==================== design 1
$ cat src/rtl/memory_banked_ram.sv
// memory_banked_ram: byte-lane RAM with self-clearing FSM, pipelined reads and range checking
module memory_banked_ram #(
  parameter int ADDR_WIDTH = 9,
  parameter int DATA_WIDTH = 8,
  parameter int MEM_DEPTH  = 512,
  parameter int RD_LATENCY = 1
) (
  input  logic                    clk,
  input  logic                    rst_n,
  input  logic                    init_req,
  output logic                    busy,
  input  logic                    write,
  input  logic [ADDR_WIDTH-1:0]   wr_addr,
  input  logic [DATA_WIDTH-1:0]   wr_data,
  input  logic [DATA_WIDTH/8-1:0] wr_be,
  input  logic                    read,
  input  logic [ADDR_WIDTH-1:0]   rd_addr,
  output logic [DATA_WIDTH-1:0]   rd_data,
  output logic                    rd_valid,
  output logic                    err
);
  localparam int NB = DATA_WIDTH / 8;
  localparam logic [ADDR_WIDTH:0] DEPTH = (ADDR_WIDTH + 1)'(MEM_DEPTH);
  localparam logic [ADDR_WIDTH-1:0] LAST = ADDR_WIDTH'(MEM_DEPTH - 1);
  typedef enum logic {CLEAR, IDLE} state_t;
  state_t state, state_nx;
  logic [ADDR_WIDTH-1:0] cnt, cnt_nx;
  logic [DATA_WIDTH-1:0] mem [MEM_DEPTH];
  logic [DATA_WIDTH-1:0] pd [RD_LATENCY];
  logic [RD_LATENCY-1:0] pv;
  logic go, wr_ok, rd_ok, oor, err_q;
  assign busy  = state == CLEAR;
  // init_req in IDLE takes priority and swallows that cycle's accesses
  assign go    = !busy && !init_req;
  assign wr_ok = go && write && {1'b0, wr_addr} < DEPTH;
  assign rd_ok = go && read && {1'b0, rd_addr} < DEPTH;
  assign oor   = go && ((write && !wr_ok) || (read && !rd_ok));
  always_comb begin
    state_nx = busy ? (cnt == LAST ? IDLE : CLEAR) : (init_req ? CLEAR : IDLE);
    cnt_nx   = busy && cnt != LAST ? cnt + 1'b1 : '0;
  end
  always_ff @(posedge clk or negedge rst_n)
    if (!rst_n) begin
      state <= CLEAR;
      cnt   <= '0;
    end else begin
      state <= state_nx;
      cnt   <= cnt_nx;
    end
  // array and read data stages carry no reset so they can map onto RAM
  always_ff @(posedge clk) begin
    if (busy) mem[cnt] <= '0;
    else if (wr_ok)
      for (int k = 0; k < NB; k++)
        if (wr_be[k]) mem[wr_addr][8*k+:8] <= wr_data[8*k+:8];
    if (rd_ok) pd[0] <= mem[rd_addr];
    for (int i = 1; i < RD_LATENCY; i++) pd[i] <= pd[i-1];
  end
  always_ff @(posedge clk or negedge rst_n)
    if (!rst_n) begin
      pv       <= '0;
      err_q    <= 1'b0;
      err      <= 1'b0;
      rd_valid <= 1'b0;
      rd_data  <= '0;
    end else begin
      pv[0] <= rd_ok;
      for (int i = 1; i < RD_LATENCY; i++) pv[i] <= pv[i-1];
      err_q    <= oor;
      err      <= err_q;
      rd_valid <= pv[RD_LATENCY-1];
      if (pv[RD_LATENCY-1]) rd_data <= pd[RD_LATENCY-1];
    end
endmodule
$ cat config.mk
export PLATFORM = sky130hd
export DESIGN_NAME = memory_banked_ram
export DESIGN_NICKNAME = d
export VERILOG_FILES = /design/src/rtl/memory_banked_ram.sv
export SDC_FILE = /design/constraint.sdc
export NUM_CORES = 2
export LEC_CHECK = 0
export CELL_PAD_IN_SITES_DETAIL_PLACEMENT = 1
export CELL_PAD_IN_SITES_GLOBAL_PLACEMENT = 1
export CORE_MARGIN = 2
export CORE_UTILIZATION = 50
export DETAILED_ROUTE_END_ITERATION = 12
export PLACE_DENSITY = 0.8
export SYNTH_ARGS = -nofsm -noshare
export SYNTH_HDL_FRONTEND = slang
export SYNTH_MEMORY_MAX_BITS = 65536
export SYNTH_SLANG_ARGS = --single-unit
$ cat constraint.sdc
create_clock -name clk -period 12 [get_ports clk]
set_input_delay 2.4 -clock clk [delete_from_list [all_inputs] [get_ports clk]]
set_output_delay 2.4 -clock clk [all_outputs]
set_load 0.005 [all_outputs]
==================== design 2
## config.mk

```make
export PLATFORM = sky130hd
export DESIGN_NAME = carfield_l2_periph_router
export DESIGN_NICKNAME = d
export VERILOG_FILES = /design/src/rtl/carfield_l2_periph_router.sv
export SDC_FILE = /design/constraint.sdc
export NUM_CORES = 1
export LEC_CHECK = 0
export ABC_CLOCK_PERIOD_IN_PS = 5500
export CAP_MARGIN = 20
export CELL_PAD_IN_SITES_DETAIL_PLACEMENT = 0
export CELL_PAD_IN_SITES_GLOBAL_PLACEMENT = 1
export CORE_AREA = 4 4 264 266
export CTS_BUF_LIST = sky130_fd_sc_hd__clkbuf_4
export DETAILED_ROUTE_END_ITERATION = 10
export DIE_AREA = 0 0 268 270
export GPL_TIMING_DRIVEN = 1
export PLACE_DENSITY = 0.53
export SLEW_MARGIN = 20
export SYNTH_ARGS = -nofsm -noshare
export SYNTH_HDL_FRONTEND = slang
export SYNTH_SLANG_ARGS = --single-unit
```

## constraint.sdc

```tcl
create_clock -name clk_i -period 5.5 [get_ports clk_i]
set_input_delay 0.55 -clock clk_i [delete_from_list [all_inputs] [get_ports clk_i]]
set_output_delay 0.55 -clock clk_i [all_outputs]
set_load 0.01 [all_outputs]
```

## src/rtl/carfield_l2_periph_router.sv

```systemverilog
// Single-master to multi-target request router for the Carfield L2/peripheral
// address map. Requests are decoded and forwarded with zero latency; an order
// FIFO of target indices returns responses strictly in issue order. Addresses
// that hit no window are answered internally with an error response.
module carfield_l2_periph_router #(
  parameter int unsigned NumTgt    = 5,
  parameter int unsigned AddrWidth = 64,
  parameter int unsigned DataWidth = 64,
  parameter int unsigned MaxTxns   = 4,
  parameter logic [NumTgt-1:0] TgtEnable = '1,
  // Index 0 is the rightmost element: L2 port 0, L2 port 1, Spatz, Mailbox, Periph
  parameter logic [NumTgt-1:0][AddrWidth-1:0] TgtBase = {
    64'h0000_0000_2000_1000, 64'h0000_0000_4000_0000, 64'h0000_0000_5100_0000,
    64'h0000_0000_7820_0000, 64'h0000_0000_7800_0000},
  parameter logic [NumTgt-1:0][AddrWidth-1:0] TgtSize = {
    64'h0000_0000_0000_9000, 64'h0000_0000_0000_1000, 64'h0000_0000_0080_0000,
    64'h0000_0000_0020_0000, 64'h0000_0000_0020_0000}
) (
  input  logic                        clk_i,
  input  logic                        rst_ni,
  input  logic                        slv_req_valid_i,
  output logic                        slv_req_ready_o,
  input  logic [AddrWidth-1:0]        slv_req_addr_i,
  input  logic                        slv_req_we_i,
  input  logic [DataWidth-1:0]        slv_req_wdata_i,
  input  logic [DataWidth/8-1:0]      slv_req_be_i,
  output logic                        slv_rsp_valid_o,
  input  logic                        slv_rsp_ready_i,
  output logic [DataWidth-1:0]        slv_rsp_rdata_o,
  output logic                        slv_rsp_err_o,
  output logic [NumTgt-1:0]           mst_req_valid_o,
  input  logic [NumTgt-1:0]           mst_req_ready_i,
  output logic [AddrWidth-1:0]        mst_req_addr_o,
  output logic                        mst_req_we_o,
  output logic [DataWidth-1:0]        mst_req_wdata_o,
  output logic [DataWidth/8-1:0]      mst_req_be_o,
  input  logic [NumTgt-1:0]           mst_rsp_valid_i,
  output logic [NumTgt-1:0]           mst_rsp_ready_o,
  input  logic [NumTgt*DataWidth-1:0] mst_rsp_rdata_i,
  input  logic [NumTgt-1:0]           mst_rsp_err_i,
  output logic [$clog2(MaxTxns+1)-1:0] outstanding_o
);

  localparam int unsigned SelW = $clog2(NumTgt + 1);
  localparam int unsigned PtrW = (MaxTxns > 1) ? $clog2(MaxTxns) : 1;
  localparam int unsigned CntW = $clog2(MaxTxns + 1);
  localparam logic [SelW-1:0] ErrSel = SelW'(NumTgt);

  logic [SelW-1:0] fifo_q [MaxTxns];
  logic [PtrW-1:0] wptr_q, wptr_d, rptr_q, rptr_d;
  logic [CntW-1:0] cnt_q, cnt_d;

  logic [SelW-1:0] sel, head;
  logic            hit_found, miss, full, empty, tgt_rdy, push, pop;

  // Address decode: lowest-index enabled window containing the address wins
  always_comb begin
    sel       = ErrSel;
    hit_found = 1'b0;
    for (int unsigned i = 0; i < NumTgt; i++) begin
      if (!hit_found && TgtEnable[i] &&
          ({1'b0, slv_req_addr_i} >= {1'b0, TgtBase[i]}) &&
          ({1'b0, slv_req_addr_i} <  ({1'b0, TgtBase[i]} + {1'b0, TgtSize[i]}))) begin
        sel       = SelW'(i);
        hit_found = 1'b1;
      end
    end
  end

  assign mst_req_addr_o  = slv_req_addr_i;
  assign mst_req_we_o    = slv_req_we_i;
  assign mst_req_wdata_o = slv_req_wdata_i;
  assign mst_req_be_o    = slv_req_be_i;

  assign full  = (cnt_q == CntW'(MaxTxns));
  assign empty = (cnt_q == '0);
  assign miss  = (sel == ErrSel);

  // Request steering and handshake; misses only need FIFO space
  always_comb begin
    mst_req_valid_o = '0;
    tgt_rdy         = 1'b0;
    for (int unsigned i = 0; i < NumTgt; i++) begin
      if (sel == SelW'(i)) begin
        mst_req_valid_o[i] = slv_req_valid_i && !full;
        tgt_rdy            = mst_req_ready_i[i];
      end
    end
    slv_req_ready_o = !full && (miss || tgt_rdy);
    push            = slv_req_valid_i && slv_req_ready_o;
  end

  assign head = fifo_q[rptr_q];

  // Response return from the FIFO head only, keeping issue order across targets
  always_comb begin
    slv_rsp_valid_o = 1'b0;
    slv_rsp_rdata_o = '0;
    slv_rsp_err_o   = 1'b0;
    mst_rsp_ready_o = '0;
    if (!empty) begin
      if (head == ErrSel) begin
        slv_rsp_valid_o = 1'b1;
        slv_rsp_err_o   = 1'b1;
      end else begin
        for (int unsigned i = 0; i < NumTgt; i++) begin
          if (head == SelW'(i)) begin
            slv_rsp_valid_o    = mst_rsp_valid_i[i];
            slv_rsp_rdata_o    = mst_rsp_rdata_i[i*DataWidth +: DataWidth];
            slv_rsp_err_o      = mst_rsp_err_i[i];
            mst_rsp_ready_o[i] = slv_rsp_ready_i;
          end
        end
      end
    end
    pop = slv_rsp_valid_o && slv_rsp_ready_i;
  end

  // Order FIFO pointer and occupancy next-state
  always_comb begin
    wptr_d = wptr_q;
    rptr_d = rptr_q;
    cnt_d  = cnt_q;
    if (push) wptr_d = (wptr_q == PtrW'(MaxTxns - 1)) ? '0 : wptr_q + 1'b1;
    if (pop)  rptr_d = (rptr_q == PtrW'(MaxTxns - 1)) ? '0 : rptr_q + 1'b1;
    case ({push, pop})
      2'b10:   cnt_d = cnt_q + 1'b1;
      2'b01:   cnt_d = cnt_q - 1'b1;
      default: cnt_d = cnt_q;
    endcase
  end

  // Order FIFO state
  always_ff @(posedge clk_i) begin
    if (!rst_ni) begin
      for (int unsigned i = 0; i < MaxTxns; i++) fifo_q[i] <= '0;
      wptr_q <= '0;
      rptr_q <= '0;
      cnt_q  <= '0;
    end else begin
      if (push) fifo_q[wptr_q] <= sel;
      wptr_q <= wptr_d;
      rptr_q <= rptr_d;
      cnt_q  <= cnt_d;
    end
  end

  assign outstanding_o = cnt_q;

endmodule

```

### Metal 2, design 1

Cells faint in the background.
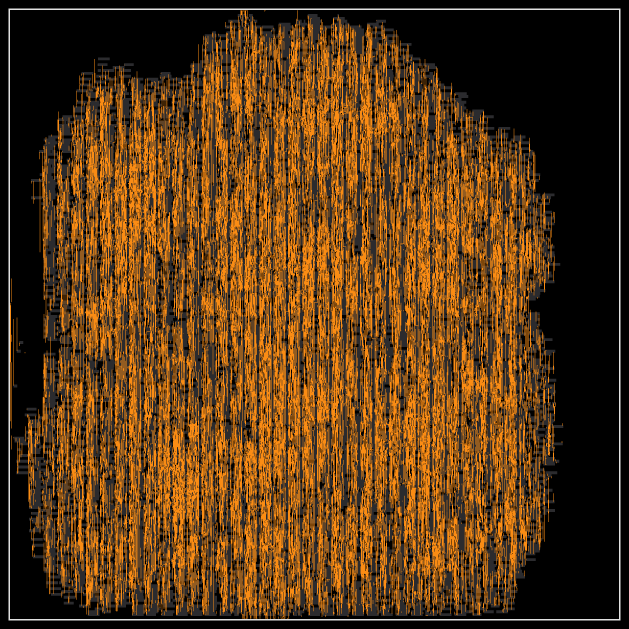
- share of all routed wire: 48%
- wire length on this layer: 226 mm
- longest straight run: 154 um
- nets with wire on the layer: 7840

==> tab_implementation.tex, design 1 <==
% Generated from flow reports
\begin{tabular}{lr}
\hline
Metric & Value \\
\hline
\multicolumn{2}{l}{\textbf{Status}} \\
Outcome & finished with violations \\
Failing checks & capacitance limit, slew limit \\
\multicolumn{2}{l}{\textbf{STA}} \\
Count of pins over their slew limit & 2 \\
\multicolumn{2}{l}{\textbf{Pwr}} \\
Total net switching power & 6.907 mW \\
Total power draw & 30.20 mW \\
Internal power component & between 20 and 25 mW \\
IR drop worst, VDD & 0.0001278 V \\
\multicolumn{2}{l}{\textbf{Clock network}} \\
Clock tree root buffer cell & sky130\_fd\_sc\_hd\_\_clkbuf\_16 \\
CTS-repair resized insts & 0 \\
\multicolumn{2}{l}{\textbf{Finish}} \\
Flip-flop count of the largest register after layout & 4096 \\
Number of antenna repair diodes & 11 \\
Non-Filler Instances & 12917 \\
Non-clk buf share & 0.009559 \\
Number of sequential cells & between 4000 and 5000 \\
\multicolumn{2}{l}{\textbf{Job}} \\
Count of max-cap constraint violations & 1 \\
\multicolumn{2}{l}{\textbf{Routing}} \\
Wire length per cell & 36.62 um \\
\multicolumn{2}{l}{\textbf{Synth}} \\
Synth warn & 0 \\
Post-synth area hogs & sky130\_fd\_sc\_hd\_\_edfxtp\_1, sky130\_fd\_sc\_hd\_\_mux4\_2, sky130\_fd\_sc\_hd\_\_mux2i\_1 \\
XOR/XNOR Area Share & 0.0003255 \\
\multicolumn{2}{l}{\textbf{Setup path}} \\
Worst-path cell with the longest stage delay & sky130\_fd\_sc\_hd\_\_nor2\_1 \\
\hline
\end{tabular}
### Signal wires on met3, design 2

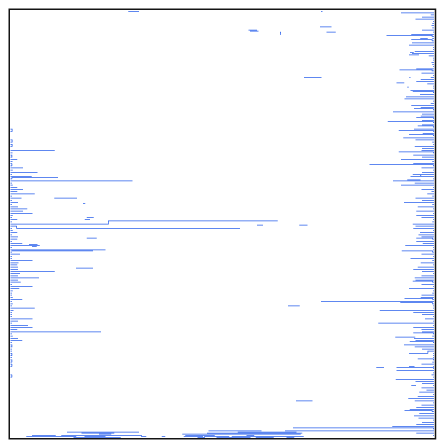
- longest straight run: 141 um
- share of all routed wire: 10%
- wire length on this layer: 3750 um
- nets with wire on the layer: 333
- main direction: horizontal

==> tab_implementation.tex, design 2 <==
% Generated from flow reports
\begin{tabular}{lr}
\hline
Metric & Value \\
\hline
\multicolumn{2}{l}{\textbf{Status}} \\
Outcome & finished clean \\
\multicolumn{2}{l}{\textbf{Job}} \\
Tool Warnings & 26 \\
Count of max-cap constraint violations & 0 \\
\multicolumn{2}{l}{\textbf{Pwr}} \\
Total power per unit cell area & roughly 310 nW/um\^{}2 \\
Combinational-cell power consumption & 2.89 mW \\
Power share of the combinational group & 0.908 \\
\multicolumn{2}{l}{\textbf{Finish}} \\
Flip-flop count of the largest register after layout & 12 \\
Top cell excl fill/tap & sky130\_fd\_sc\_hd\_\_clkdlybuf4s50\_1 \\
Top reg by flops & fifo\_q \\
Number of sequential cells & 21 \\
\multicolumn{2}{l}{\textbf{Synth}} \\
Fraction of the mapped netlist area in simple logic gates & 0.1526 \\
Average cell area after synthesis & 7.087 sq um \\
XOR/XNOR Area Share & 0.003318 \\
EDFF count, synth & 12 \\
Aoi/oai-family share of the synthesized area & 0.3140 \\
Synth flops & 21 \\
Leading area contributor after synthesis & sky130\_fd\_sc\_hd\_\_buf\_4 \\
\multicolumn{2}{l}{\textbf{Routing}} \\
Via count of the routed design & 6800 \\
Final antenna-violating net count & 0 \\
Total wirelength of the detailed-routed design & about 36 mm \\
\multicolumn{2}{l}{\textbf{Placed design}} \\
Total of buffers placed on input and output ports & 522 \\
\multicolumn{2}{l}{\textbf{STA}} \\
Rel. slew slack & 0.3798 \\
Final worst setup slack & 0.8529 ns \\
Minimum clock period after layout & roughly 4.6 ns \\
\multicolumn{2}{l}{\textbf{GRT}} \\
Highest-utilization routing layer at the global route stage & met2 \\
\multicolumn{2}{l}{\textbf{Clock network}} \\
Total clock sinks & 21 \\
\multicolumn{2}{l}{\textbf{Hold path}} \\
Hold Crit Class & reg -> reg \\
Beginning of the worst hold path & rptr\_q[1]\$\_SDFFE\_PN0P\_ \\
\multicolumn{2}{l}{\textbf{Setup path}} \\
Total buffers and inverters traversed by the critical path & 2 \\
\multicolumn{2}{l}{\textbf{Floorplan}} \\
Placeable core region & 67040 sq um \\
\hline
\end{tabular}


==> layout pictures side by side <==
Routing congestion.
(a)
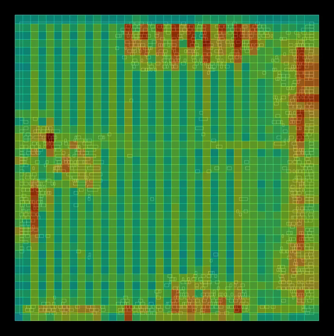
(b)
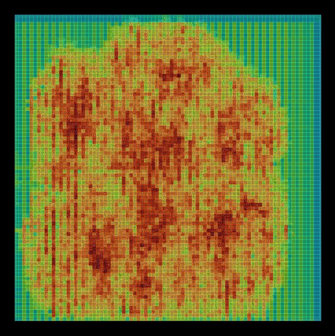
(a) -> design 2
(b) -> design 1
Of these, highest track usage: (b)
Of these, highest utilization: (b)

Power is estimated from default activity; no workload was simulated.
